==================== bitty_exec_ctrl
File: src/rtl/bitty_pkg.sv
// Shared definitions for the bitty execution controller.
// Holds field positions, format codes and the FSM encoding.
package bitty_pkg;

    localparam int NREGS   = 8;
    localparam int INSTR_W = 16;
    localparam int REG_W   = 3;
    localparam int OP_W    = 3;
    localparam int FMT_W   = 2;

    localparam int RX_LSB  = 13;
    localparam int RY_LSB  = 10;
    localparam int OP_LSB  = 2;
    localparam int FMT_LSB = 0;

    localparam logic [FMT_W-1:0] FMT_R = 2'b00;

    typedef enum logic [2:0] {
        IDLE,
        LOAD_S,
        EXEC,
        WRITE,
        DONE
    } state_t;

endpackage

File: src/rtl/bitty_decode.sv
// Combinational field extraction for one instruction word.
// Bits [9:5] carry nothing this controller uses.
module bitty_decode
    import bitty_pkg::*;
(
    input  logic [INSTR_W-1:0] instr,
    output logic [REG_W-1:0]   rx,
    output logic [REG_W-1:0]   ry,
    output logic [OP_W-1:0]    op,
    output logic [FMT_W-1:0]   fmt
);

    logic unused_bits;

    assign rx  = instr[RX_LSB  +: REG_W];
    assign ry  = instr[RY_LSB  +: REG_W];
    assign op  = instr[OP_LSB  +: OP_W];
    assign fmt = instr[FMT_LSB +: FMT_W];

    assign unused_bits = ^instr[9:5];

endmodule

File: src/rtl/bitty_exec_ctrl.sv
// Multi-cycle execute controller: IDLE, LOAD_S, EXEC, WRITE, DONE.
// One instruction in flight; hold freezes state and gates enables.
module bitty_exec_ctrl #(
    parameter int NREGS     = bitty_pkg::NREGS,
    parameter int ALU_SEL_W = 3
) (
    input  logic                 clk,
    input  logic                 reset,
    input  logic                 instr_valid,
    input  logic [15:0]          instr,
    input  logic                 hold,
    output logic                 instr_ready,
    output logic                 inst_en,
    output logic [2:0]           mux_sel,
    output logic                 s_en,
    output logic                 c_en,
    output logic [ALU_SEL_W-1:0] alu_sel,
    output logic [NREGS-1:0]     reg_en,
    output logic                 done,
    output logic                 illegal,
    output logic                 busy
);

    import bitty_pkg::*;

    state_t state_q;
    state_t state_d;

    logic [INSTR_W-1:0] instr_q;
    logic               ill_q;
    logic               hs;
    logic               go;

    logic [FMT_W-1:0] in_fmt;
    logic [REG_W-1:0] unused_in_rx;
    logic [REG_W-1:0] unused_in_ry;
    logic [OP_W-1:0]  unused_in_op;

    logic [REG_W-1:0] q_rx;
    logic [REG_W-1:0] q_ry;
    logic [OP_W-1:0]  q_op;
    logic [FMT_W-1:0] unused_q_fmt;

    bitty_decode u_dec_in (
        .instr (instr),
        .rx    (unused_in_rx),
        .ry    (unused_in_ry),
        .op    (unused_in_op),
        .fmt   (in_fmt)
    );

    bitty_decode u_dec_q (
        .instr (instr_q),
        .rx    (q_rx),
        .ry    (q_ry),
        .op    (q_op),
        .fmt   (unused_q_fmt)
    );

    assign instr_ready = reset && !hold && (state_q == IDLE);
    assign hs          = instr_ready && instr_valid;
    assign go          = reset && !hold;
    assign busy        = (state_q != IDLE);

    // State register; hold freezes the current state.
    always_ff @(posedge clk or negedge reset) begin
        if (!reset) begin
            state_q <= IDLE;
        end else if (!hold) begin
            state_q <= state_d;
        end
    end

    // Captured instruction and pending-illegal flag, loaded on handshake.
    always_ff @(posedge clk or negedge reset) begin
        if (!reset) begin
            instr_q <= '0;
            ill_q   <= 1'b0;
        end else if (hs) begin
            instr_q <= instr;
            ill_q   <= (in_fmt != FMT_R);
        end
    end

    // Next-state and datapath controls for the current state.
    always_comb begin
        state_d = state_q;
        inst_en = hs;
        mux_sel = '0;
        s_en    = 1'b0;
        c_en    = 1'b0;
        alu_sel = '0;
        reg_en  = '0;
        done    = 1'b0;
        illegal = 1'b0;
        unique case (state_q)
            IDLE: begin
                if (hs) begin
                    state_d = (in_fmt == FMT_R) ? LOAD_S : DONE;
                end
            end
            LOAD_S: begin
                state_d = EXEC;
                mux_sel = q_rx;
                s_en    = go;
            end
            EXEC: begin
                state_d = WRITE;
                mux_sel = q_ry;
                alu_sel = ALU_SEL_W'(q_op);
                c_en    = go;
            end
            WRITE: begin
                state_d = DONE;
                if (go) begin
                    reg_en = NREGS'(1) << q_rx;
                end
            end
            DONE: begin
                state_d = IDLE;
                done    = go;
                illegal = go && ill_q;
            end
            default: begin
                state_d = IDLE;
            end
        endcase
    end

endmodule

File: config.mk
export PLATFORM = sky130hd
export DESIGN_NAME = bitty_exec_ctrl
export DESIGN_NICKNAME = d
export VERILOG_FILES = /design/src/rtl/bitty_pkg.sv /design/src/rtl/bitty_decode.sv /design/src/rtl/bitty_exec_ctrl.sv
export SDC_FILE = /design/constraint.sdc
export NUM_CORES = 1
export LEC_CHECK = 0
export CAP_MARGIN = 10
export CORE_MARGIN = 2
export CORE_UTILIZATION = 51
export CTS_CLUSTER_SIZE = 28
export DETAILED_ROUTE_END_ITERATION = 6
export DONT_BUFFER_PORTS = 1
export PLACE_DENSITY_LB_ADDON = 0.2
export SLEW_MARGIN = 10
export SYNTH_ARGS = -nofsm -noshare
export SYNTH_HDL_FRONTEND = slang
export SYNTH_SLANG_ARGS = --single-unit
File: constraint.sdc
create_clock -name clk -period 2.25 [get_ports clk]
set_input_delay 0.45 -clock clk [delete_from_list [all_inputs] [get_ports clk]]
set_output_delay 0.45 -clock clk [all_outputs]
set_load 0.03 [all_outputs]
==================== touch_frame_sequencer
$ cat config.mk
export PLATFORM = sky130hd
export DESIGN_NAME = touch_frame_sequencer
export DESIGN_NICKNAME = d
export VERILOG_FILES = /design/src/rtl/touch_pkg.sv /design/src/rtl/intn_sync_edge.sv /design/src/rtl/touch_frame_sequencer.sv
export SDC_FILE = /design/constraint.sdc
export NUM_CORES = 1
export LEC_CHECK = 0
export ABC_AREA = 1
export CAP_MARGIN = 40
export CORE_MARGIN = 3
export CORE_UTILIZATION = 48
export DETAILED_ROUTE_END_ITERATION = 12
export PLACE_DENSITY = 0.75
export RECOVER_POWER = 100
export SLEW_MARGIN = 10
export SYNTH_ARGS = -nofsm -noshare
export SYNTH_HDL_FRONTEND = slang
export SYNTH_SLANG_ARGS = --single-unit
$ cat constraint.sdc
create_clock -name clock -period 2.15 [get_ports clock]
set_input_delay 0.43 -clock clock [delete_from_list [all_inputs] [get_ports clock]]
set_output_delay 0.43 -clock clock [all_outputs]
set_load 0.02 [all_outputs]
$ cat src/rtl/touch_pkg.sv
// Shared constants, state encoding and point record for the touch frame sequencer.
package touch_pkg;

   localparam int unsigned SETTLE_CYCLES_DEF = 50000;
   localparam int unsigned SPLIT_X_DEF       = 400;
   localparam int unsigned MAX_POINTS        = 5;
   localparam int unsigned X_W               = 10;
   localparam int unsigned Y_W               = 9;
   localparam int unsigned SEL_W             = 3;
   localparam int unsigned COUNT_W           = 4;
   localparam int unsigned FRAME_W           = 8;

   typedef enum logic [1:0] {
      ST_IDLE    = 2'd0,
      ST_SETTLE  = 2'd1,
      ST_SCAN    = 2'd2,
      ST_PUBLISH = 2'd3
   } state_t;

   typedef struct packed {
      logic           valid;
      logic [X_W-1:0] x;
      logic [Y_W-1:0] y;
   } point_t;

   // Number of points worth looking at: the reader may report more than the mux holds.
   function automatic logic [SEL_W-1:0] clamp_count(input logic [COUNT_W-1:0] n);
      return (n > COUNT_W'(MAX_POINTS)) ? SEL_W'(MAX_POINTS) : n[SEL_W-1:0];
   endfunction

endpackage

$ cat src/rtl/intn_sync_edge.sv
// Two-flop synchroniser for the touch interrupt plus falling-edge detector.
module intn_sync_edge
   import touch_pkg::*;
(
   input  logic clock,
   input  logic resetn,
   input  logic intn,
   output logic fall_c
);

   logic meta;
   logic sync;
   logic sync_d;

   // Idle level of intn is high, so all flops reset to 1 to avoid a spurious edge.
   always_ff @(posedge clock or negedge resetn) begin
      if (!resetn) begin
         meta   <= 1'b1;
         sync   <= 1'b1;
         sync_d <= 1'b1;
      end else begin
         meta   <= intn;
         sync   <= meta;
         sync_d <= sync;
      end
   end

   assign fall_c = sync_d & ~sync;

endmodule

$ cat src/rtl/touch_frame_sequencer.sv
// Settles after a touch interrupt, scans up to five points into per-half shadows,
// then publishes one frame with valid/ack handshake and sticky overrun.
module touch_frame_sequencer
   import touch_pkg::*;
#(
   parameter int unsigned SETTLE_CYCLES = SETTLE_CYCLES_DEF,
   parameter int unsigned SPLIT_X       = SPLIT_X_DEF
) (
   input  logic               clock,
   input  logic               resetn,
   input  logic               intn,
   input  logic [COUNT_W-1:0] touch_count,
   output logic [SEL_W-1:0]   pt_sel,
   input  logic [X_W-1:0]     pt_x,
   input  logic [Y_W-1:0]     pt_y,
   output logic [X_W-1:0]     left_x,
   output logic [X_W-1:0]     right_x,
   output logic [Y_W-1:0]     left_y,
   output logic [Y_W-1:0]     right_y,
   output logic               left_valid,
   output logic               right_valid,
   output logic               out_valid,
   input  logic               out_ack,
   output logic               overrun,
   output logic [FRAME_W-1:0] frame_cnt
);

   localparam int unsigned          CNT_W    = (SETTLE_CYCLES > 1) ? $clog2(SETTLE_CYCLES) : 1;
   localparam logic [CNT_W-1:0]     CNT_LAST = CNT_W'(SETTLE_CYCLES - 1);
   localparam logic [SEL_W-1:0]     SEL_LAST = SEL_W'(MAX_POINTS - 1);

   state_t             state;
   state_t             state_next;
   logic               fall_c;
   logic [CNT_W-1:0]   settle_cnt;
   logic [SEL_W-1:0]   scan_lim;
   point_t             sh_left;
   point_t             sh_right;

   logic               settle_clr_c;
   logic               settle_inc_c;
   logic               scan_c;
   logic               publish_c;
   logic               first_c;
   logic [SEL_W-1:0]   lim_c;
   logic               consider_c;
   logic               is_left_c;

   intn_sync_edge u_sync (
      .clock  (clock),
      .resetn (resetn),
      .intn   (intn),
      .fall_c (fall_c)
   );

   always_ff @(posedge clock or negedge resetn) begin
      if (!resetn) state <= ST_IDLE;
      else         state <= state_next;
   end

   // An edge in SETTLE restarts the wait; edges in SCAN/PUBLISH are dropped.
   always_comb begin
      state_next = state;
      case (state)
         ST_IDLE:    if (fall_c) state_next = ST_SETTLE;
         ST_SETTLE:  if (!fall_c && settle_cnt == CNT_LAST) state_next = ST_SCAN;
         ST_SCAN:    if (pt_sel == SEL_LAST) state_next = ST_PUBLISH;
         ST_PUBLISH: state_next = ST_IDLE;
         default:    state_next = ST_IDLE;
      endcase
   end

   always_comb begin
      settle_clr_c = 1'b0;
      settle_inc_c = 1'b0;
      scan_c       = 1'b0;
      publish_c    = 1'b0;
      case (state)
         ST_IDLE:    settle_clr_c = fall_c;
         ST_SETTLE:  begin
            settle_clr_c = fall_c;
            settle_inc_c = ~fall_c;
         end
         ST_SCAN:    scan_c    = 1'b1;
         ST_PUBLISH: publish_c = 1'b1;
         default:    ;
      endcase
   end

   always_ff @(posedge clock or negedge resetn) begin
      if (!resetn)           settle_cnt <= '0;
      else if (settle_clr_c) settle_cnt <= '0;
      else if (settle_inc_c) settle_cnt <= settle_cnt + CNT_W'(1);
   end

   // pt_sel doubles as the scan index; it is only non-zero inside SCAN.
   always_ff @(posedge clock or negedge resetn) begin
      if (!resetn)                          pt_sel <= '0;
      else if (scan_c && pt_sel != SEL_LAST) pt_sel <= pt_sel + SEL_W'(1);
      else                                  pt_sel <= '0;
   end

   assign first_c    = scan_c && (pt_sel == '0);
   assign lim_c      = first_c ? clamp_count(touch_count) : scan_lim;
   assign consider_c = scan_c && (pt_sel < lim_c);
   assign is_left_c  = pt_x < X_W'(SPLIT_X);

   // First considered point of each half wins; the first SCAN cycle clears stale hits.
   always_ff @(posedge clock or negedge resetn) begin
      if (!resetn) begin
         scan_lim <= '0;
         sh_left  <= '0;
         sh_right <= '0;
      end else begin
         if (first_c) begin
            scan_lim       <= clamp_count(touch_count);
            sh_left.valid  <= 1'b0;
            sh_right.valid <= 1'b0;
         end
         if (consider_c && is_left_c && (first_c || !sh_left.valid))
            sh_left <= '{valid: 1'b1, x: pt_x, y: pt_y};
         if (consider_c && !is_left_c && (first_c || !sh_right.valid))
            sh_right <= '{valid: 1'b1, x: pt_x, y: pt_y};
      end
   end

   // Publish beats a same-cycle ack; a half with no touch keeps its last coordinates.
   always_ff @(posedge clock or negedge resetn) begin
      if (!resetn) begin
         left_x      <= '0;
         left_y      <= '0;
         right_x     <= '0;
         right_y     <= '0;
         left_valid  <= 1'b0;
         right_valid <= 1'b0;
         out_valid   <= 1'b0;
         overrun     <= 1'b0;
         frame_cnt   <= '0;
      end else if (publish_c) begin
         left_valid  <= sh_left.valid;
         right_valid <= sh_right.valid;
         if (sh_left.valid) begin
            left_x <= sh_left.x;
            left_y <= sh_left.y;
         end
         if (sh_right.valid) begin
            right_x <= sh_right.x;
            right_y <= sh_right.y;
         end
         out_valid <= 1'b1;
         overrun   <= out_ack ? 1'b0 : (overrun | out_valid);
         frame_cnt <= frame_cnt + FRAME_W'(1);
      end else if (out_valid && out_ack) begin
         out_valid <= 1'b0;
         overrun   <= 1'b0;
      end
   end

endmodule

bitty_exec_ctrl, cells colored by class:
The bar under the picture is 10 um long.
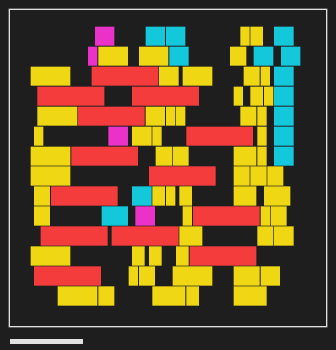
cyan -> other buffers and delay cells  # cells 13, share of their area 11%
magenta -> clock drivers and dummy loads  # cells 4, share of their area 3.0%
red -> flip-flops  # cells 13, share of their area 37%
yellow -> all other logic  # cells 59, share of their area 49%
sequential share of cell area: 36.0%
utilization after layout: 61.4%
Cell Rows: 14

==> out/summary.rpt, bitty_exec_ctrl <==
==================================================================================
Summed standard-cell area reported by yosys                              776 sq um
Final Cycle Share                                                            93.1%
Cell with the biggest individual delay on the critical path                dfrtp_1
Via count                                                                      585
DIE WIDTH                                                                    43 um
Minimum period implied by the final worst setup slack                      2.09 ns
Placed wire-length estimate after detailed placement                       1130 um
Power spent charging and discharging nets                                 0.528 mW
Largest area class, layout                                            combinational gates
Clock tree skew after final layout                                      0.00166 ns
Reg-to-reg critical path endpoint                                      instr_q[11]
Part of the Yosys area used for sequential elements                          41.9%
Unrepaired setup endpoints after global routing                              false
Share of final-layout standard cells stronger than drive strength 1          37.1%
Share of the core filled by cells before placement                           52.7%
Hold/Removal Path Class                                                     in2reg
Count of distinct cell types in the synthesized netlist                         28
Crit path max-delay family                                            simple AND/OR/NAND/NOR gates
Yosys synthesis warning count                                                    0
Max-slew headroom at the worst pin                                           61.6%
Status                                                                finished, final reports clean
CTS tree                                                                       yes
Setup crit start                                                        state_q[2]
Clk Latency, worst-skew pair                                               0.27 ns
ANT nets after route                                                             0
H-Tree Level Count                                                               1
DR WL/cell                                                                 14.6 um
First-iteration detailed-routing DRC count                                       2
Core outline area                                                       1470 sq um
Mux share of post-synthesis cell area                                        17.9%
==================================================================================
## bitty_exec_ctrl: layer usage
metal,up-vias,wire (um)
met5,-,0
met4,0,9
met3,2,113
met2,23,738
met1,272,674
li1,288,-
## bitty_exec_ctrl: Yosys cell counts
master,count
dfrtp_1,13
nor2_1,11
mux2_4,7
and2_1,5
nor2b_1,4
a21oi_1,3
a22oi_1,3
mux2_2,3
o21ai_0,3
inv_1,2
nand2_1,2
nand2b_1,2
nor3_1,2
and2_2,1
and2b_2,1
and3_1,1
and3b_2,1
and4bb_2,1
buf_2,1
buf_6,1
clkbuf_1,1
nand3_2,1
nand4_1,1
nand4b_1,1
nor3b_2,1
nor4b_1,1
or2_2,1
or3_1,1
## bitty_exec_ctrl: stage by stage
step | hold WS [ns] | instance area, sq um
after global routing | 0.300 | 903
after global placement | 0.155 | 866
after CTS | 0.288 | 902
after detailed placement | 0.155 | 866
final | 0.296 | 903
after floorplan | 0.154 | 776
## bitty_exec_ctrl: cells by family after synthesis
| group | Yosys count |
|---|---|
| AND/OR/NAND/NOR | 38 |
| multiplexers | 10 |
| buffers and inverters | 5 |
| flip-flops | 13 |
| AND-OR/OR-AND | 9 |
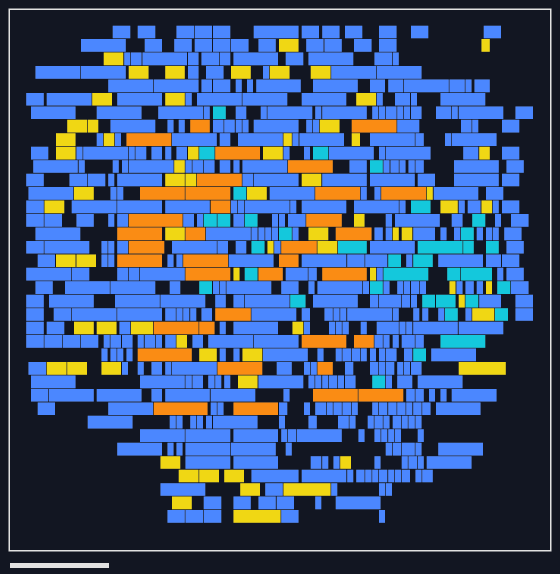
touch_frame_sequencer: cells by drive strength
The bar under the picture is 20 um long.
blue -> drive 1 or less  # cells 494, share 78%, most used nand2_1
cyan -> drive 3 to 4  # cells 35, share 5.5%, most used buf_4
orange -> drive 6 and up  # cells 36, share 5.7%, most used clkbuf_16
yellow -> drive 2  # cells 68, share 11%, most used mux2_2
Syn-to-layout area delta: 37.9%
Worst Setup Slack, final: 0.00929 ns
Design Area, Final: 7040 sq um
count of plain and timing-repair buffers in the layout: 113

==> out/summary.rpt, touch_frame_sequencer <==
========================================================================
Status                                                      finished, final reports clean
GRT Util Overall                                                   21.6%
Pwr Density                                                 1500 nW/um^2
Critical path capture point type                                register
Clock share of power                                               26.8%
Mapped cell area                                              5110 sq um
Power Sequential                                                 3.55 mW
Number of buffer and inverter stages on the critical path              3
Nonclk inv count                                                      49
Vertical die dimension                                            109 um
Non-filler instance count after layout                               769
Internal                                                         6.80 mW
Final Cycle Share                                                  99.6%
Core outline area                                            10300 sq um
Pin count of the biggest net entering global routing                  44
Combinational Area                                            1970 sq um
Placed wire-length estimate after detailed placement             8140 um
========================================================================
-- touch_frame_sequencer: path summary, 6_finish.rpt --
kind                            slack [ns]  depth (start not counted)        start             to
worst max-delay path                 0.009                         13    pt_sel[0]     sh_left[1]
worst min-delay path                  0.37                          0  u_sync.meta    u_sync.sync
worst max register to register       0.009                         13    pt_sel[0]     sh_left[1]
worst min register to register        0.37                          0  u_sync.meta    u_sync.sync
max in group asynchronous             0.60                          3       resetn  u_sync.sync_d
min in group asynchronous             0.71                          2       resetn   frame_cnt[5]
-- touch_frame_sequencer: layer usage --
metal  GRT usage (%)  vias up  part of all wire, %
met5               0        -                    0
met2            35.2      162                   51
met4            5.86        0                  1.2
li1                -     1919                    -
met3            5.15       22                  5.7
met1            29.1     2002                   42
-- touch_frame_sequencer: what timing repair did --
item | in CTS | in global routing
pin swaps | 7 | 9
endpoints found under the setup margin | 36 | 37
setup buffers | 3 | 3
gates resized | 12 | 20
hold buffers | 1 | 0
cloned | 1 | 5
endpoints found under the hold margin | 41 | 0

==================== digest_scheduler
digest_scheduler, ports around the boundary:
Pins as bars across the die edge, other pins in gray.
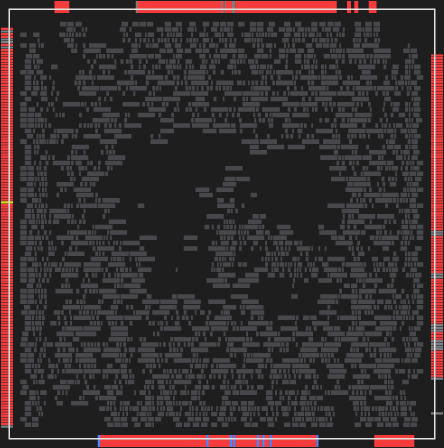

===== config.mk =====
export PLATFORM = sky130hd
export DESIGN_NAME = digest_scheduler
export DESIGN_NICKNAME = d
export VERILOG_FILES = /design/src/rtl/haraka_pkg.sv /design/src/rtl/sched_arbiter.sv /design/src/rtl/digest_scheduler.sv
export SDC_FILE = /design/constraint.sdc
export NUM_CORES = 1
export LEC_CHECK = 0
export ABC_AREA = 1
export CAP_MARGIN = 20
export CORE_AREA = 5 5 211 213
export DETAILED_ROUTE_END_ITERATION = 6
export DIE_AREA = 0 0 216 218
export PLACE_DENSITY_LB_ADDON = 0.3
export SKIP_LAST_GASP = 1
export SYNTH_ARGS = -nofsm -noshare
export SYNTH_HDL_FRONTEND = slang
export SYNTH_SLANG_ARGS = --single-unit

===== constraint.sdc =====
create_clock -name clk -period 2.4 [get_ports clk]
set_input_delay 0.48 -clock clk [delete_from_list [all_inputs] [get_ports clk]]
set_output_delay 0.48 -clock clk [all_outputs]
set_load 0.005 [all_outputs]

===== src/rtl/haraka_pkg.sv =====
// Shared constants, FSM state type and length helper for the digest scheduler.
package haraka_pkg;

    localparam int DIGEST_W_DEF = 256;
    localparam int LEN_W        = 6;
    localparam int MAX_BYTES    = 32;

    typedef enum logic {
        IDLE = 1'b0,
        SEND = 1'b1
    } sched_state_t;

    function automatic logic [LEN_W-1:0] clamp_len(input logic [LEN_W-1:0] len);
        return (len > LEN_W'(MAX_BYTES)) ? LEN_W'(MAX_BYTES) : len;
    endfunction

endpackage


===== src/rtl/sched_arbiter.sv =====
// Requester arbiter: round-robin with SCHED_ROUND_ROBIN_EN defined, otherwise fixed
// priority (lowest index wins) with no pointer state at all.
module sched_arbiter
    import haraka_pkg::*;
#(
    parameter int NREQ = 2
) (
`ifdef SCHED_ROUND_ROBIN_EN
    input  logic            clk_i,
    input  logic            rst_ni,
    input  logic            accept_i,
`endif
    input  logic [NREQ-1:0] req_i,
    output logic [NREQ-1:0] grant_o
);

`ifdef SCHED_ROUND_ROBIN_EN
    localparam int PW = $clog2(NREQ);

    // ptr_q holds (last winner + 1) mod NREQ, i.e. where the next search starts
    logic [PW-1:0] ptr_q, ptr_d;

    always_comb begin
        logic          found;
        logic [PW-1:0] idx;
        grant_o = '0;
        found   = 1'b0;
        idx     = '0;
        for (int k = 0; k < NREQ; k++) begin
            idx = PW'((int'(ptr_q) + k) % NREQ);
            if (!found && req_i[idx]) begin
                grant_o[idx] = 1'b1;
                found        = 1'b1;
            end
        end
    end

    always_comb begin
        ptr_d = ptr_q;
        for (int i = 0; i < NREQ; i++) begin
            if (accept_i && grant_o[i]) begin
                ptr_d = PW'((i + 1) % NREQ);
            end
        end
    end

    always_ff @(posedge clk_i or negedge rst_ni) begin
        if (!rst_ni) begin
            ptr_q <= '0;
        end else begin
            ptr_q <= ptr_d;
        end
    end
`else
    always_comb begin
        logic found;
        grant_o = '0;
        found   = 1'b0;
        for (int i = 0; i < NREQ; i++) begin
            if (!found && req_i[i]) begin
                grant_o[i] = 1'b1;
                found      = 1'b1;
            end
        end
    end
`endif

endmodule


===== src/rtl/digest_scheduler.sv =====
// Serialises digests from NREQ requesters into a byte stream, MSB first.
// Arbitration policy selected by SCHED_ROUND_ROBIN_EN (default: fixed priority).
module digest_scheduler
    import haraka_pkg::*;
#(
    parameter int NREQ     = 2,
    parameter int DIGEST_W = DIGEST_W_DEF
) (
    input  logic                     clk,
    input  logic                     reset,
    input  logic [NREQ-1:0]          req_valid,
    output logic [NREQ-1:0]          req_ready,
    input  logic [NREQ*DIGEST_W-1:0] req_data,
    input  logic [NREQ*LEN_W-1:0]    req_len,
    output logic [7:0]               out_byte,
    output logic                     out_valid,
    input  logic                     out_ready,
    output logic                     out_last,
    output logic [$clog2(NREQ)-1:0]  out_src,
    output logic                     busy,
    output logic                     err_len
);

    localparam int SW = $clog2(NREQ);

    sched_state_t        state_q, state_d;
    logic [DIGEST_W-1:0] shreg_q, shreg_d;
    logic [LEN_W-1:0]    count_q, count_d;
    logic [SW-1:0]       src_q, src_d;
    logic                err_q, err_d;

    logic [NREQ-1:0]     grant;
    logic [NREQ-1:0]     grant_idle;
    logic                accept;
    logic [SW-1:0]       win_idx;
    logic [DIGEST_W-1:0] sel_data;
    logic [LEN_W-1:0]    sel_len;

    sched_arbiter #(
        .NREQ     (NREQ)
    ) u_arbiter (
`ifdef SCHED_ROUND_ROBIN_EN
        .clk_i    (clk),
        .rst_ni   (reset),
        .accept_i (accept),
`endif
        .req_i    (req_valid),
        .grant_o  (grant)
    );

    assign grant_idle = (state_q == IDLE) ? grant : '0;
    assign accept     = |(req_valid & grant_idle);
    // Outputs must read zero while reset is held, even with requests pending
    assign req_ready  = grant_idle & {NREQ{reset}};

    always_comb begin
        win_idx = '0;
        for (int i = 0; i < NREQ; i++) begin
            if (grant[i]) begin
                win_idx = SW'(i);
            end
        end
    end

    assign sel_data = req_data[int'(win_idx)*DIGEST_W +: DIGEST_W];
    assign sel_len  = req_len[int'(win_idx)*LEN_W +: LEN_W];

    always_ff @(posedge clk or negedge reset) begin
        if (!reset) begin
            state_q <= IDLE;
            shreg_q <= '0;
            count_q <= '0;
            src_q   <= '0;
            err_q   <= 1'b0;
        end else begin
            state_q <= state_d;
            shreg_q <= shreg_d;
            count_q <= count_d;
            src_q   <= src_d;
            err_q   <= err_d;
        end
    end

    always_comb begin
        state_d = state_q;
        shreg_d = shreg_q;
        count_d = count_q;
        src_d   = src_q;
        err_d   = 1'b0;
        case (state_q)
            IDLE: begin
                if (accept) begin
                    // A zero-length digest is consumed (and arbitration advances) but emits nothing
                    if (sel_len == '0) begin
                        err_d = 1'b1;
                    end else begin
                        shreg_d = sel_data;
                        count_d = clamp_len(sel_len);
                        src_d   = win_idx;
                        state_d = SEND;
                    end
                end
            end
            SEND: begin
                if (out_ready) begin
                    shreg_d = shreg_q << 8;
                    count_d = count_q - LEN_W'(1);
                    if (count_q == LEN_W'(1)) begin
                        state_d = IDLE;
                    end
                end
            end
            default: state_d = IDLE;
        endcase
    end

    always_comb begin
        out_valid = (state_q == SEND);
        busy      = (state_q == SEND);
        out_byte  = shreg_q[DIGEST_W-1 -: 8];
        out_last  = (state_q == SEND) && (count_q == LEN_W'(1));
        out_src   = src_q;
        err_len   = err_q;
    end

endmodule


==================== div_share_arbiter_flat
## src/rtl/div_arb_pkg.sv

```systemverilog
// +------------------------------------------------------------------+
// | div_arb_pkg: shared types and constants for div_share_arbiter      |
// | Rev 1.0                                                            |
// +------------------------------------------------------------------+
`default_nettype none

package div_arb_pkg;

  typedef enum logic [2:0] {
    IDLE  = 3'd0,
    CLR   = 3'd1,
    START = 3'd2,
    WAIT  = 3'd3,
    RESP  = 3'd4
  } state_t;

  localparam logic [1:0] ERR_OK      = 2'd0;
  localparam logic [1:0] ERR_DIV0    = 2'd1;
  localparam logic [1:0] ERR_TIMEOUT = 2'd2;

  localparam int DEF_WIDTH = 16;

endpackage

`default_nettype wire

```

## src/rtl/div_share_arbiter_if.sv

```systemverilog
// +------------------------------------------------------------------+
// | div_share_arbiter_if: requester and divider side signal bundle     |
// | Rev 1.0                                                            |
// +------------------------------------------------------------------+
`default_nettype none

interface div_share_arbiter_if
  import div_arb_pkg::*;
#(
  parameter int NUM_REQ = 4,
  parameter int WIDTH   = DEF_WIDTH
);

  logic [NUM_REQ-1:0]       req;
  logic [NUM_REQ*WIDTH-1:0] a_in;
  logic [NUM_REQ*WIDTH-1:0] b_in;
  logic [NUM_REQ-1:0]       rsp_valid;
  logic [WIDTH-1:0]         rsp_y;
  logic [WIDTH-1:0]         rsp_rem;
  logic [1:0]               rsp_err;
  logic                     busy;
  logic                     div_clr;
  logic                     div_start;
  logic [WIDTH-1:0]         div_a;
  logic [WIDTH-1:0]         div_b;
  logic                     div_done;
  logic [WIDTH-1:0]         div_y;
  logic [WIDTH-1:0]         div_rem;

  // Environment view: requesters plus the divider instance.
  modport master (
    output req, a_in, b_in, div_done, div_y, div_rem,
    input  rsp_valid, rsp_y, rsp_rem, rsp_err, busy,
           div_clr, div_start, div_a, div_b
  );

  // Arbiter view.
  modport slave (
    input  req, a_in, b_in, div_done, div_y, div_rem,
    output rsp_valid, rsp_y, rsp_rem, rsp_err, busy,
           div_clr, div_start, div_a, div_b
  );

endinterface

`default_nettype wire

```

## src/rtl/div_share_arbiter_rr_pick.sv

```systemverilog
// +------------------------------------------------------------------+
// | rr_pick: combinational round-robin selector, search from last+1    |
// | Rev 1.0                                                            |
// +------------------------------------------------------------------+
`default_nettype none

module rr_pick
  import div_arb_pkg::*;
#(
  parameter int NUM_REQ = 4
) (
  input  logic [NUM_REQ-1:0]         req,
  input  logic [$clog2(NUM_REQ)-1:0] last_grant,
  output logic                       any,
  output logic [$clog2(NUM_REQ)-1:0] idx
);

  localparam int IDXW = $clog2(NUM_REQ);

  logic [NUM_REQ-1:0]   w_mask;
  logic [2*NUM_REQ-1:0] w_dbl;

  // Lower copy keeps only positions above last_grant; upper copy wraps around.
  always_comb begin
    w_mask = '0;
    for (int i = 0; i < NUM_REQ; i++) begin
      w_mask[i] = (i > int'(last_grant));
    end
    w_dbl = {req, req & w_mask};
    idx   = '0;
    for (int i = 2*NUM_REQ-1; i >= 0; i--) begin
      if (w_dbl[i]) idx = IDXW'(i % NUM_REQ);
    end
  end

  assign any = |req;

endmodule

`default_nettype wire

```

## src/rtl/div_share_arbiter.sv

```systemverilog
// +------------------------------------------------------------------+
// | div_share_arbiter: round-robin sharing of one sequential divider   |
// | Rev 1.0                                                            |
// +------------------------------------------------------------------+
`default_nettype none

module div_share_arbiter
  import div_arb_pkg::*;
#(
  parameter int NUM_REQ = 4,
  parameter int WIDTH   = DEF_WIDTH,
  parameter int TIMEOUT = 64
) (
  input  logic              clk,
  input  logic              rst,
  div_share_arbiter_if.slave bus
);

  localparam int IDXW = $clog2(NUM_REQ);
  localparam int CNTW = $clog2(TIMEOUT + 1);

  state_t             r_state, w_state_nx;
  logic [IDXW-1:0]    r_idx, w_idx_nx;
  logic [IDXW-1:0]    r_last, w_last_nx;
  logic [IDXW-1:0]    w_pick;
  logic               w_any;
  logic [WIDTH-1:0]   r_a, w_a_nx, r_b, w_b_nx;
  logic [WIDTH-1:0]   r_y, w_y_nx, r_rem, w_rem_nx;
  logic [1:0]         r_err, w_err_nx;
  logic [CNTW-1:0]    r_cnt, w_cnt_nx;
  logic [NUM_REQ-1:0] r_valid, w_valid_nx;
  logic               r_busy, r_clr, r_start;
  logic [WIDTH-1:0]   w_a_arr [NUM_REQ];
  logic [WIDTH-1:0]   w_b_arr [NUM_REQ];

  rr_pick #(
    .NUM_REQ    (NUM_REQ)
  ) u_pick (
    .req        (bus.req),
    .last_grant (r_last),
    .any        (w_any),
    .idx        (w_pick)
  );

  always_comb begin
    for (int i = 0; i < NUM_REQ; i++) begin
      w_a_arr[i] = bus.a_in[i*WIDTH +: WIDTH];
      w_b_arr[i] = bus.b_in[i*WIDTH +: WIDTH];
    end
  end

  always_comb begin
    w_state_nx = r_state;
    w_idx_nx   = r_idx;
    w_last_nx  = r_last;
    w_a_nx     = r_a;
    w_b_nx     = r_b;
    w_y_nx     = r_y;
    w_rem_nx   = r_rem;
    w_err_nx   = r_err;
    w_cnt_nx   = r_cnt;
    w_valid_nx = '0;

    case (r_state)
      IDLE: begin
        if (w_any) begin
          w_idx_nx = w_pick;
          w_a_nx   = w_a_arr[w_pick];
          w_b_nx   = w_b_arr[w_pick];
          if (w_b_arr[w_pick] == '0) begin
            w_y_nx     = '1;
            w_rem_nx   = w_a_arr[w_pick];
            w_err_nx   = ERR_DIV0;
            w_state_nx = RESP;
          end else begin
            w_state_nx = CLR;
          end
        end
      end
      CLR: begin
        w_state_nx = START;
      end
      START: begin
        w_cnt_nx   = '0;
        w_state_nx = WAIT;
      end
      WAIT: begin
        // done takes precedence over a coincident timeout
        if (bus.div_done) begin
          w_y_nx     = bus.div_y;
          w_rem_nx   = bus.div_rem;
          w_err_nx   = ERR_OK;
          w_state_nx = RESP;
        end else if (r_cnt == CNTW'(TIMEOUT - 1)) begin
          w_y_nx     = '0;
          w_rem_nx   = '0;
          w_err_nx   = ERR_TIMEOUT;
          w_state_nx = RESP;
        end else begin
          w_cnt_nx = r_cnt + 1'b1;
        end
      end
      RESP: begin
        w_last_nx  = r_idx;
        w_state_nx = IDLE;
      end
      default: begin
        w_state_nx = IDLE;
      end
    endcase

    for (int i = 0; i < NUM_REQ; i++) begin
      w_valid_nx[i] = (w_state_nx == RESP) && (w_idx_nx == IDXW'(i));
    end
  end

  // Outputs are registered from the next state so they line up with it.
  always_ff @(posedge clk or posedge rst) begin
    if (rst) begin
      r_state <= IDLE;
      r_idx   <= '0;
      r_last  <= IDXW'(NUM_REQ - 1);
      r_a     <= '0;
      r_b     <= '0;
      r_y     <= '0;
      r_rem   <= '0;
      r_err   <= ERR_OK;
      r_cnt   <= '0;
      r_valid <= '0;
      r_busy  <= 1'b0;
      r_clr   <= 1'b0;
      r_start <= 1'b0;
    end else begin
      r_state <= w_state_nx;
      r_idx   <= w_idx_nx;
      r_last  <= w_last_nx;
      r_a     <= w_a_nx;
      r_b     <= w_b_nx;
      r_y     <= w_y_nx;
      r_rem   <= w_rem_nx;
      r_err   <= w_err_nx;
      r_cnt   <= w_cnt_nx;
      r_valid <= w_valid_nx;
      r_busy  <= (w_state_nx != IDLE);
      r_clr   <= (w_state_nx == CLR);
      r_start <= (w_state_nx == START);
    end
  end

  assign bus.rsp_valid = r_valid;
  assign bus.rsp_y     = r_y;
  assign bus.rsp_rem   = r_rem;
  assign bus.rsp_err   = r_err;
  assign bus.busy      = r_busy;
  assign bus.div_clr   = r_clr;
  assign bus.div_start = r_start;
  assign bus.div_a     = r_a;
  assign bus.div_b     = r_b;

endmodule

`default_nettype wire

```

## src/flat_wrapper.sv

```systemverilog
// flat-port wrapper written by rule: the top's interface ports become plain ports
module div_share_arbiter_flat import div_arb_pkg::*;
#(
  parameter int NUM_REQ = 4,
  parameter int WIDTH   = DEF_WIDTH,
  parameter int TIMEOUT = 64
)
  (clk, rst, bus_req, bus_a_in, bus_b_in, bus_div_done, bus_div_y, bus_div_rem, bus_rsp_valid, bus_rsp_y, bus_rsp_rem, bus_rsp_err, bus_busy, bus_div_clr, bus_div_start, bus_div_a, bus_div_b);
  div_share_arbiter_if #(.NUM_REQ(NUM_REQ), .WIDTH(WIDTH)) bus_i ();
  input  logic clk;
  input  logic rst;
  input wire logic [$bits(bus_i.req)-1:0] bus_req;
  input wire logic [$bits(bus_i.a_in)-1:0] bus_a_in;
  input wire logic [$bits(bus_i.b_in)-1:0] bus_b_in;
  input wire logic [$bits(bus_i.div_done)-1:0] bus_div_done;
  input wire logic [$bits(bus_i.div_y)-1:0] bus_div_y;
  input wire logic [$bits(bus_i.div_rem)-1:0] bus_div_rem;
  output wire logic [$bits(bus_i.rsp_valid)-1:0] bus_rsp_valid;
  output wire logic [$bits(bus_i.rsp_y)-1:0] bus_rsp_y;
  output wire logic [$bits(bus_i.rsp_rem)-1:0] bus_rsp_rem;
  output wire logic [$bits(bus_i.rsp_err)-1:0] bus_rsp_err;
  output wire logic [$bits(bus_i.busy)-1:0] bus_busy;
  output wire logic [$bits(bus_i.div_clr)-1:0] bus_div_clr;
  output wire logic [$bits(bus_i.div_start)-1:0] bus_div_start;
  output wire logic [$bits(bus_i.div_a)-1:0] bus_div_a;
  output wire logic [$bits(bus_i.div_b)-1:0] bus_div_b;
  assign bus_i.req = bus_req;
  assign bus_i.a_in = bus_a_in;
  assign bus_i.b_in = bus_b_in;
  assign bus_i.div_done = bus_div_done;
  assign bus_i.div_y = bus_div_y;
  assign bus_i.div_rem = bus_div_rem;
  assign bus_rsp_valid = bus_i.rsp_valid;
  assign bus_rsp_y = bus_i.rsp_y;
  assign bus_rsp_rem = bus_i.rsp_rem;
  assign bus_rsp_err = bus_i.rsp_err;
  assign bus_busy = bus_i.busy;
  assign bus_div_clr = bus_i.div_clr;
  assign bus_div_start = bus_i.div_start;
  assign bus_div_a = bus_i.div_a;
  assign bus_div_b = bus_i.div_b;
  div_share_arbiter #(.NUM_REQ(NUM_REQ), .WIDTH(WIDTH), .TIMEOUT(TIMEOUT)) u_core (.clk(clk), .rst(rst), .bus(bus_i));
endmodule
```

## config.mk

```make
export PLATFORM = sky130hd
export DESIGN_NAME = div_share_arbiter_flat
export DESIGN_NICKNAME = d
export VERILOG_FILES = /design/src/rtl/div_arb_pkg.sv /design/src/rtl/div_share_arbiter_if.sv /design/src/rtl/div_share_arbiter_rr_pick.sv /design/src/rtl/div_share_arbiter.sv /design/src/flat_wrapper.sv
export SDC_FILE = /design/constraint.sdc
export NUM_CORES = 1
export LEC_CHECK = 0
export CELL_PAD_IN_SITES_DETAIL_PLACEMENT = 0
export CELL_PAD_IN_SITES_GLOBAL_PLACEMENT = 2
export CORE_MARGIN = 4
export CORE_UTILIZATION = 24
export DETAILED_ROUTE_END_ITERATION = 8
export PLACE_DENSITY_LB_ADDON = 0.2
export SYNTH_ARGS = -nofsm -noshare
export SYNTH_HDL_FRONTEND = slang
export SYNTH_HIERARCHICAL = 1
export SYNTH_SLANG_ARGS = --single-unit
```

## constraint.sdc

```tcl
create_clock -name clk -period 3.3 [get_ports clk]
set_clock_uncertainty 0.1 [all_clocks]
set_input_delay 0.495 -clock clk [delete_from_list [all_inputs] [get_ports clk]]
set_output_delay 0.495 -clock clk [all_outputs]
set_load 0.05 [all_outputs]
```

==================== rtc_bus_ctrl
[src/rtl/rtc_bus_pkg.sv]
// rtc_bus_pkg: shared state encoding, default timings and rw constants for the RTC bus controller
package rtc_bus_pkg;
    typedef enum logic [2:0] {IDLE, A_SU, A_PW, A_H, D_SU, D_PW, D_H, DONE} state_e;
    localparam int T_SU_DEF = 2;
    localparam int T_PW_DEF = 5;
    localparam int T_H_DEF  = 2;
    localparam logic RW_READ  = 1'b1;
    localparam logic RW_WRITE = 1'b0;
endpackage

[src/rtl/rtc_phase_timer.sv]
// rtc_phase_timer: loadable down-counter whose terminal count marks the last cycle of a phase
module rtc_phase_timer #(
    parameter int W = 3
) (
    input  logic         clk,
    input  logic         reset,
    input  logic         load_i,
    input  logic [W-1:0] load_val_i,
    output logic         tc_o
);
    logic [W-1:0] cnt_q, cnt_d;
    // reload on phase entry, otherwise count down and park at zero
    always_comb cnt_d = load_i ? load_val_i : (cnt_q != '0) ? cnt_q - 1'b1 : cnt_q;
    // counter register
    always_ff @(posedge clk or posedge reset)
        if (reset) cnt_q <= '0;
        else       cnt_q <= cnt_d;
    assign tc_o = (cnt_q == '0);
endmodule

[src/rtl/rtc_bus_ctrl.sv]
// rtc_bus_ctrl: address/data multiplexed bus-cycle generator for the RTC chip
module rtc_bus_ctrl
    import rtc_bus_pkg::*;
#(
    parameter int T_SU = T_SU_DEF,
    parameter int T_PW = T_PW_DEF,
    parameter int T_H  = T_H_DEF
) (
    input  logic       clk,
    input  logic       reset,
    input  logic       start,
    input  logic       rw,
    input  logic [7:0] addr,
    input  logic [7:0] wdata,
    output logic       busy,
    output logic       done,
    output logic [7:0] rd_data,
    output logic       cs_n,
    output logic       rd_n,
    output logic       wr_n,
    output logic       ad_sel,
    output logic [7:0] ad_out,
    output logic       ad_oe,
    input  logic [7:0] ad_in
);
    localparam int T_MAX = (T_SU > T_PW) ? ((T_SU > T_H) ? T_SU : T_H) : ((T_PW > T_H) ? T_PW : T_H);
    localparam int W = (T_MAX > 1) ? $clog2(T_MAX + 1) : 1;

    if (T_SU < 1 || T_PW < 1 || T_H < 1) begin : g_bad_timing
        $error("rtc_bus_ctrl: T_SU, T_PW and T_H must all be at least 1");
    end

    state_e     state_q, state_d;
    logic       rw_q, rw_d;
    logic [7:0] addr_q, addr_d, wdata_q, wdata_d, rd_data_q, rd_data_d, ad_out_q, ad_out_d;
    logic       cs_n_q, cs_n_d, rd_n_q, rd_n_d, wr_n_q, wr_n_d, ad_sel_q, ad_sel_d, ad_oe_q, ad_oe_d;
    logic       busy_q, busy_d, done_q, done_d;
    logic       tc, load, accept, addr_ph, data_ph, wr_cmd;
    logic [W-1:0] load_val;

    // counter length for the phase being entered; counting ends at zero so load duration-1
    function automatic logic [W-1:0] reload(input state_e s);
        return (s == A_SU || s == D_SU) ? W'(T_SU - 1) :
               (s == A_PW || s == D_PW) ? W'(T_PW - 1) :
               (s == A_H  || s == D_H)  ? W'(T_H - 1)  : '0;
    endfunction

    assign accept   = (state_q == IDLE) && start;
    assign load     = (state_d != state_q);
    assign load_val = reload(state_d);

    rtc_phase_timer #(.W(W)) u_timer (
        .clk        (clk),
        .reset      (reset),
        .load_i     (load),
        .load_val_i (load_val),
        .tc_o       (tc)
    );

    // next state: each timed phase advances on terminal count, DONE always returns to IDLE
    always_comb begin
        state_d = state_q;
        case (state_q)
            IDLE:    state_d = start ? A_SU : IDLE;
            A_SU:    state_d = tc ? A_PW : A_SU;
            A_PW:    state_d = tc ? A_H  : A_PW;
            A_H:     state_d = tc ? D_SU : A_H;
            D_SU:    state_d = tc ? D_PW : D_SU;
            D_PW:    state_d = tc ? D_H  : D_PW;
            D_H:     state_d = tc ? DONE : D_H;
            default: state_d = IDLE;
        endcase
    end

    // pin levels decoded from the next state so every pin leaves a flop aligned with state_q
    always_comb begin
        rw_d      = accept ? rw : rw_q;
        addr_d    = accept ? addr : addr_q;
        wdata_d   = accept ? wdata : wdata_q;
        addr_ph   = state_d inside {A_SU, A_PW, A_H};
        data_ph   = state_d inside {D_SU, D_PW, D_H};
        wr_cmd    = (rw_d == RW_WRITE);
        cs_n_d    = !(addr_ph || data_ph);
        ad_sel_d  = !addr_ph;
        wr_n_d    = !(state_d == A_PW || (state_d == D_PW && wr_cmd));
        rd_n_d    = !(state_d == D_PW && !wr_cmd);
        ad_oe_d   = addr_ph || (data_ph && wr_cmd);
        ad_out_d  = addr_ph ? addr_d : (data_ph && wr_cmd) ? wdata_d : 8'h00;
        busy_d    = (state_d != IDLE);
        done_d    = (state_d == DONE);
        rd_data_d = (state_q == D_PW && tc && rw_q == RW_READ) ? ad_in : rd_data_q;
    end

    // state, latched command, read byte and pin registers; reset forces idle pins at once
    always_ff @(posedge clk or posedge reset) begin
        if (reset) begin
            state_q   <= IDLE;
            rw_q      <= RW_WRITE;
            addr_q    <= '0;
            wdata_q   <= '0;
            rd_data_q <= '0;
            cs_n_q    <= 1'b1;
            rd_n_q    <= 1'b1;
            wr_n_q    <= 1'b1;
            ad_sel_q  <= 1'b1;
            ad_oe_q   <= 1'b0;
            ad_out_q  <= '0;
            busy_q    <= 1'b0;
            done_q    <= 1'b0;
        end else begin
            state_q   <= state_d;
            rw_q      <= rw_d;
            addr_q    <= addr_d;
            wdata_q   <= wdata_d;
            rd_data_q <= rd_data_d;
            cs_n_q    <= cs_n_d;
            rd_n_q    <= rd_n_d;
            wr_n_q    <= wr_n_d;
            ad_sel_q  <= ad_sel_d;
            ad_oe_q   <= ad_oe_d;
            ad_out_q  <= ad_out_d;
            busy_q    <= busy_d;
            done_q    <= done_d;
        end
    end

    assign busy    = busy_q;
    assign done    = done_q;
    assign rd_data = rd_data_q;
    assign cs_n    = cs_n_q;
    assign rd_n    = rd_n_q;
    assign wr_n    = wr_n_q;
    assign ad_sel  = ad_sel_q;
    assign ad_oe   = ad_oe_q;
    assign ad_out  = ad_out_q;
endmodule

[config.mk]
export PLATFORM = sky130hd
export DESIGN_NAME = rtc_bus_ctrl
export DESIGN_NICKNAME = d
export VERILOG_FILES = /design/src/rtl/rtc_bus_pkg.sv /design/src/rtl/rtc_phase_timer.sv /design/src/rtl/rtc_bus_ctrl.sv
export SDC_FILE = /design/constraint.sdc
export NUM_CORES = 1
export LEC_CHECK = 0
export ABC_AREA = 1
export CAP_MARGIN = 20
export CELL_PAD_IN_SITES_DETAIL_PLACEMENT = 1
export CELL_PAD_IN_SITES_GLOBAL_PLACEMENT = 1
export CORE_ASPECT_RATIO = 1.4
export CORE_MARGIN = 2
export CORE_UTILIZATION = 36
export DETAILED_ROUTE_END_ITERATION = 8
export GPL_TIMING_DRIVEN = 1
export PLACE_DENSITY = 0.78
export REMOVE_ABC_BUFFERS = 1
export SLEW_MARGIN = 20
export SYNTH_ARGS = -nofsm -noshare
export SYNTH_HDL_FRONTEND = slang
export SYNTH_HIERARCHICAL = 1
export SYNTH_SLANG_ARGS = --single-unit
[constraint.sdc]
create_clock -name clk -period 2.25 [get_ports clk]
set_input_delay 0.45 -clock clk [delete_from_list [all_inputs] [get_ports clk]]
set_output_delay 0.45 -clock clk [all_outputs]
set_load 0.005 [all_outputs]
digest_scheduler, clock wires, drivers and flops:
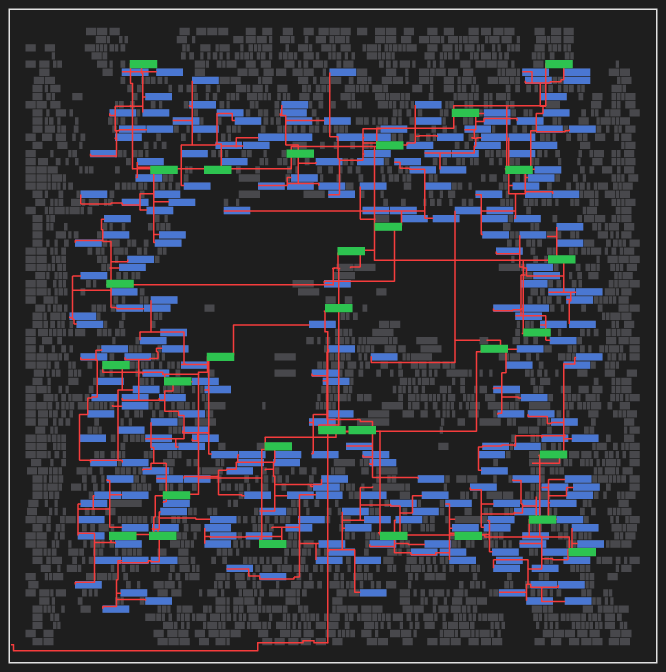
red -> clock wires  # length 3830 um
blue -> flip-flops  # count 265
green -> cells driving clock nets  # count 30
flops lie = widely spread
Clk Latency, worst-skew pair: 0.56 ns
clock tree skew after final layout: 0.0157 ns

About 'ports around the boundary' of digest_scheduler:
yellow -> `out_src`  # pins 1, direction output, edge left
red -> `req_data`  # pins 512, direction input, edge 144 left, 136 bottom, 122 top, 110 right
blue -> `out_byte`  # pins 8, direction output, edge bottom
all pins by edge = 150 left, 144 bottom, 127 top, 123 right
port buffer count: 543
vertical die dimension: 218 um
DIE WIDTH: 216 um

==> out/summary.rpt, digest_scheduler <==
==================================================================================
Clk Tree Root Cell                                                       clkbuf_16
Largest combinational cell category by area                           simple AND/OR/NAND/NOR gates
Status                                                                finished, final reports clean
Setup crit start                                                      req_valid[1]
Share of final-layout standard cells stronger than drive strength 1          4.82%
Antenna violations before repair                                                 1
Top cells by area                                                     dfrtp_1 (45%), nand2_1 (21%), o21ai_0 (10%)
Met2 demand-to-capacity share in global routing                              37.5%
Final TNS setup                                                               0 ns
Number of antenna diodes                                                         0
Type of the setup path with the least slack                                 in2out
GRT Util Overall                                                             21.6%
Post-synth tally of flip-flops with integrated enable                            0
Maximum buffer depth of the clock tree                                           3
Global-route layer with the greatest usage                                    met2
Required time of the critical path                                         1.92 ns
Pin count of the biggest net entering global routing                           219
First-pass iteration count of the detailed router                                5
Dominant cell type by area after synthesis                                 dfrtp_1
Hold violation count in the final report                                         0
DP Worst Slack                                                           -0.114 ns
Detailed-routing wirelength on met1                                       22400 um
Final Cycle Share                                                            95.1%
Yosys Instances                                                               2094
==================================================================================
## digest_scheduler: through the flow
step	std cells	utilization (%)
2_1_floorplan	2094	-
3_3_place_gp	3063	48.8
3_5_place_dp	3063	48.8
4_1_cts	3120	51.4
5_1_grt	3120	51.4
6_report	3120	51.4
## digest_scheduler: area by class of cell
cell class	instances	area, sq um	share of cell area [%]
clock buffers	38	831	3.80
clock inverters	18	249	1.14
inverters	25	101	0.464
multi-input cells	1625	7140	32.7
flip-flops and latches	265	6630	30.4
well taps	546	683	3.13
repair buffers	603	6200	28.4
## digest_scheduler: worst register-to-register path, cell delays in order (launching register included)
cell     delay, ns
dfrtp_1       0.44
inv_8         0.11
buf_12        0.42
nand3_1       0.65
o21ai_0       0.15
o21ai_1       0.11
## digest_scheduler: report_power, final
| group | leakage [nW] | total, mW | internal [mW] | switching (mW) |
|---|---|---|---|---|
| Sequential | 3.32 | 7.80 | 6.58 | 1.21 |
| Clock | 0.529 | 4.95 | 3.00 | 1.95 |
| Combinational | 5.30 | 8.42 | 3.67 | 4.74 |
## digest_scheduler: registers in the layout (all words and copies together), names as in the netlist
name     flops
shreg_q    256
busy         1
out_src      1
err_len      1
count_q      6
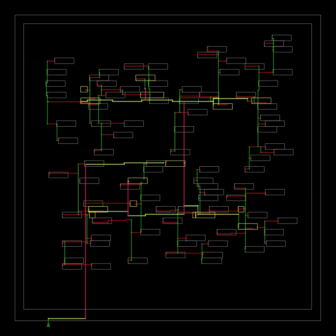
div_share_arbiter_flat: the clock network
number of CTS-inserted buffers: 9
sink count of the clock tree: 87
power in the clock group: 1.04 mW
Flop Count: 87
Clk Latency, worst-skew pair: 0.34 ns

==> out/summary.rpt, div_share_arbiter_flat <==
===========================================================================
Most frequently used cell type in the post-synthesis netlist        dfrtp_1
Post-layout net count                                                   793
Sum of met2 wire segment lengths after detailed routing             8200 um
Post-detailed-routing wire length                                  15900 um
DR WL/cell                                                          18.4 um
Status                                                         finished, final reports clean
Summed standard-cell area reported by yosys                      4540 sq um
Critical path capture point type                                   register
CP Depth                                                                 11
Startpoint of the most critical register-to-register path      u_core/r_last[0]
Setup violators final                                                     0
Post-synth top area share                                             46.8%
Yosys synthesis warning count                                             6
Ports                                                                   240
Number of hold-repair buffers added at the cts stage                      0
Number of buffer and inverter stages on the critical path                 4
Top cells by area                                              dfrtp_1 (47%), mux4_2 (16%), mux2_2 (8.9%)
Core outline area                                               18600 sq um
Met3 layer usage reported by global route                             5.73%
Pwr Density                                                    1000 nW/um^2
Final Wtd Congestion                                                  0.772
Final TNS setup                                                        0 ns
Worst Setup Slack, final                                          0.0392 ns
DIE WIDTH                                                            146 um
Count of distinct cell types in the synthesized netlist                  41
CTS tree                                                                yes
Part of the Yosys area used for sequential elements                   48.0%
Global-route layer with the greatest usage                             met2
===========================================================================
[div_share_arbiter_flat: layout make-up]
type	count	area [sq um]
sequential	87	2180
fill	1807	10800
clock inverter	6	70.1
timing repair buffer	272	2730
inverter	7	28.8
multi-input combinational	248	2270
tap	234	293
clock buffer	10	229
[div_share_arbiter_flat: registers in the layout, indices dropped and copies added, names as in the netlist]
| name | count |
|---|---|
| u_core/bus.div_b | 16 |
| u_core/r_state | 3 |
| u_core/r_idx | 2 |
| u_core/r_cnt | 7 |
| u_core/r_last | 2 |
| u_core/bus.rsp_y | 16 |
| u_core/bus.rsp_valid | 4 |
| u_core/bus.rsp_rem | 16 |
| u_core/bus.busy | 1 |
| u_core/bus.div_clr | 1 |
| u_core/bus.rsp_err | 2 |
| u_core/bus.div_start | 1 |
| u_core/bus.div_a | 16 |
[div_share_arbiter_flat: power by group through the flow]
| stage | Clock (mW) | Combinational [mW] | Sequential (mW) |
|---|---|---|---|
| floorplan | 0 | 1.63 | 3.33 |
| global placement | 0 | 4.72 | 1.88 |
| detailed placement | 0 | 4.76 | 1.88 |
| CTS | 1.07 | 4.95 | 1.88 |
| global route | 1.11 | 5.19 | 1.94 |
| finish | 1.04 | 4.91 | 1.87 |
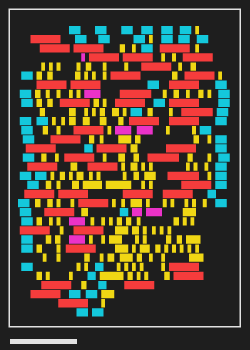
rtc_bus_ctrl: cells colored by class
The bar under the picture is 20 um long.
magenta -> clock drivers and dummy loads  # cells 8, share of their area 3.5%
cyan -> other buffers and delay cells  # cells 56, share of their area 20%
yellow -> all other logic  # cells 180, share of their area 33%
red -> flip-flops  # cells 46, share of their area 43%
utilization after layout: 50.0%
core outline area: 5570 sq um
sequential share of cell area: 41.5%
Cell Rows: 32

==> out/summary.rpt, rtc_bus_ctrl <==
==========================================================================
Flop Count                                                              46
First-pass GRT wire length                                         8290 um
Storage cell area                                               1160 sq um
Worst r2r path cells                                                    15
Design Area, Final                                              2780 sq um
Critical Path Fanout Max                                                 9
Pwr Density                                                   1460 nW/um^2
Dominant cell type by area after synthesis                         dfrtp_1
Required time of the critical path                                 2.44 ns
Mux share of post-synthesis cell area                                   0%
Final clock-cell share                                               3.42%
Count of distinct cell types in the synthesized netlist                 24
Sequential share of power                                            34.8%
Cell with the biggest individual delay on the critical path        dfrtp_1
Number of buffer and inverter stages on the critical path                3
Status                                                        finished, final reports clean
DR WL/cell                                                         13.3 um
Final Cycle Share                                                    90.0%
Xor-xnor portion of the synthesized cell area                       0.417%
Most used cell, CP                                                 nand2_1
Vertical die dimension                                             94.4 um
Port buffer count                                                       50
==========================================================================
[rtc_bus_ctrl: layer usage]
layer  vias up  part of all wire [%]
li1        851                     -
met1       810                    41
met2        38                    54
met3         4                   4.0
met4         0                  0.84
met5         -                     0
[rtc_bus_ctrl: synth_stat cells, drive strengths merged]
cell / instances
nor2: 8
nand2: 80
dfstp: 4
buf: 7
inv: 29
nand4: 11
dfrtp: 42
ha: 2
xor2: 1
o21ai: 11
nor3: 1
conb: 1
a21oi: 3
nand3: 33
[rtc_bus_ctrl: logic make-up after synthesis]
kind of cell / count (synthesis)
other: 1
adder cells (fa/ha/maj): 2
buffers and inverters: 36
flip-flops: 46
AND/OR/NAND/NOR: 133
XOR/XNOR: 1
AND-OR/OR-AND: 14
[rtc_bus_ctrl: power by group through the flow]
stage          clock, mW  combinational, mW  sequential (mW)
4_1_cts            0.551               2.15             1.42
3_3_place_gp           0               2.08             1.42
3_5_place_dp           0               2.14             1.43
5_1_grt            0.584               2.45             1.45
6_report           0.536               2.11             1.42
2_1_floorplan          0               1.33             1.41


==> gallery <==
The clock network.
Plate I
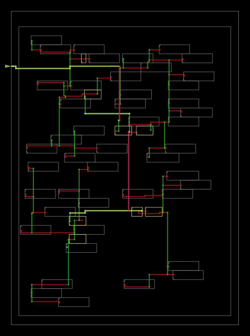
Plate II
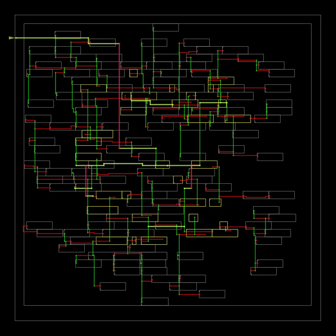
Plate III
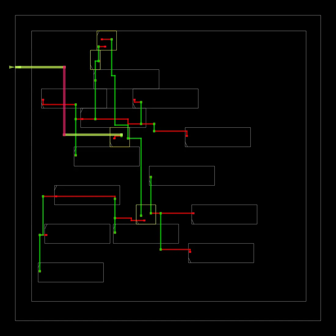
Plate IV
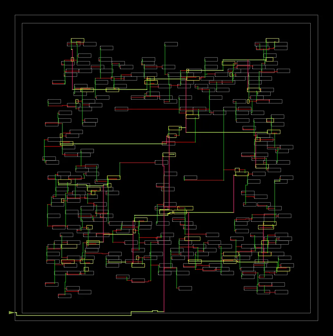
For touch_frame_sequencer, see Plate II.
For bitty_exec_ctrl, see Plate III.
For digest_scheduler, see Plate IV.
For rtc_bus_ctrl, see Plate I.
Of these, fewest sequential cells: Plate III

Power is estimated from default activity; no workload was simulated.
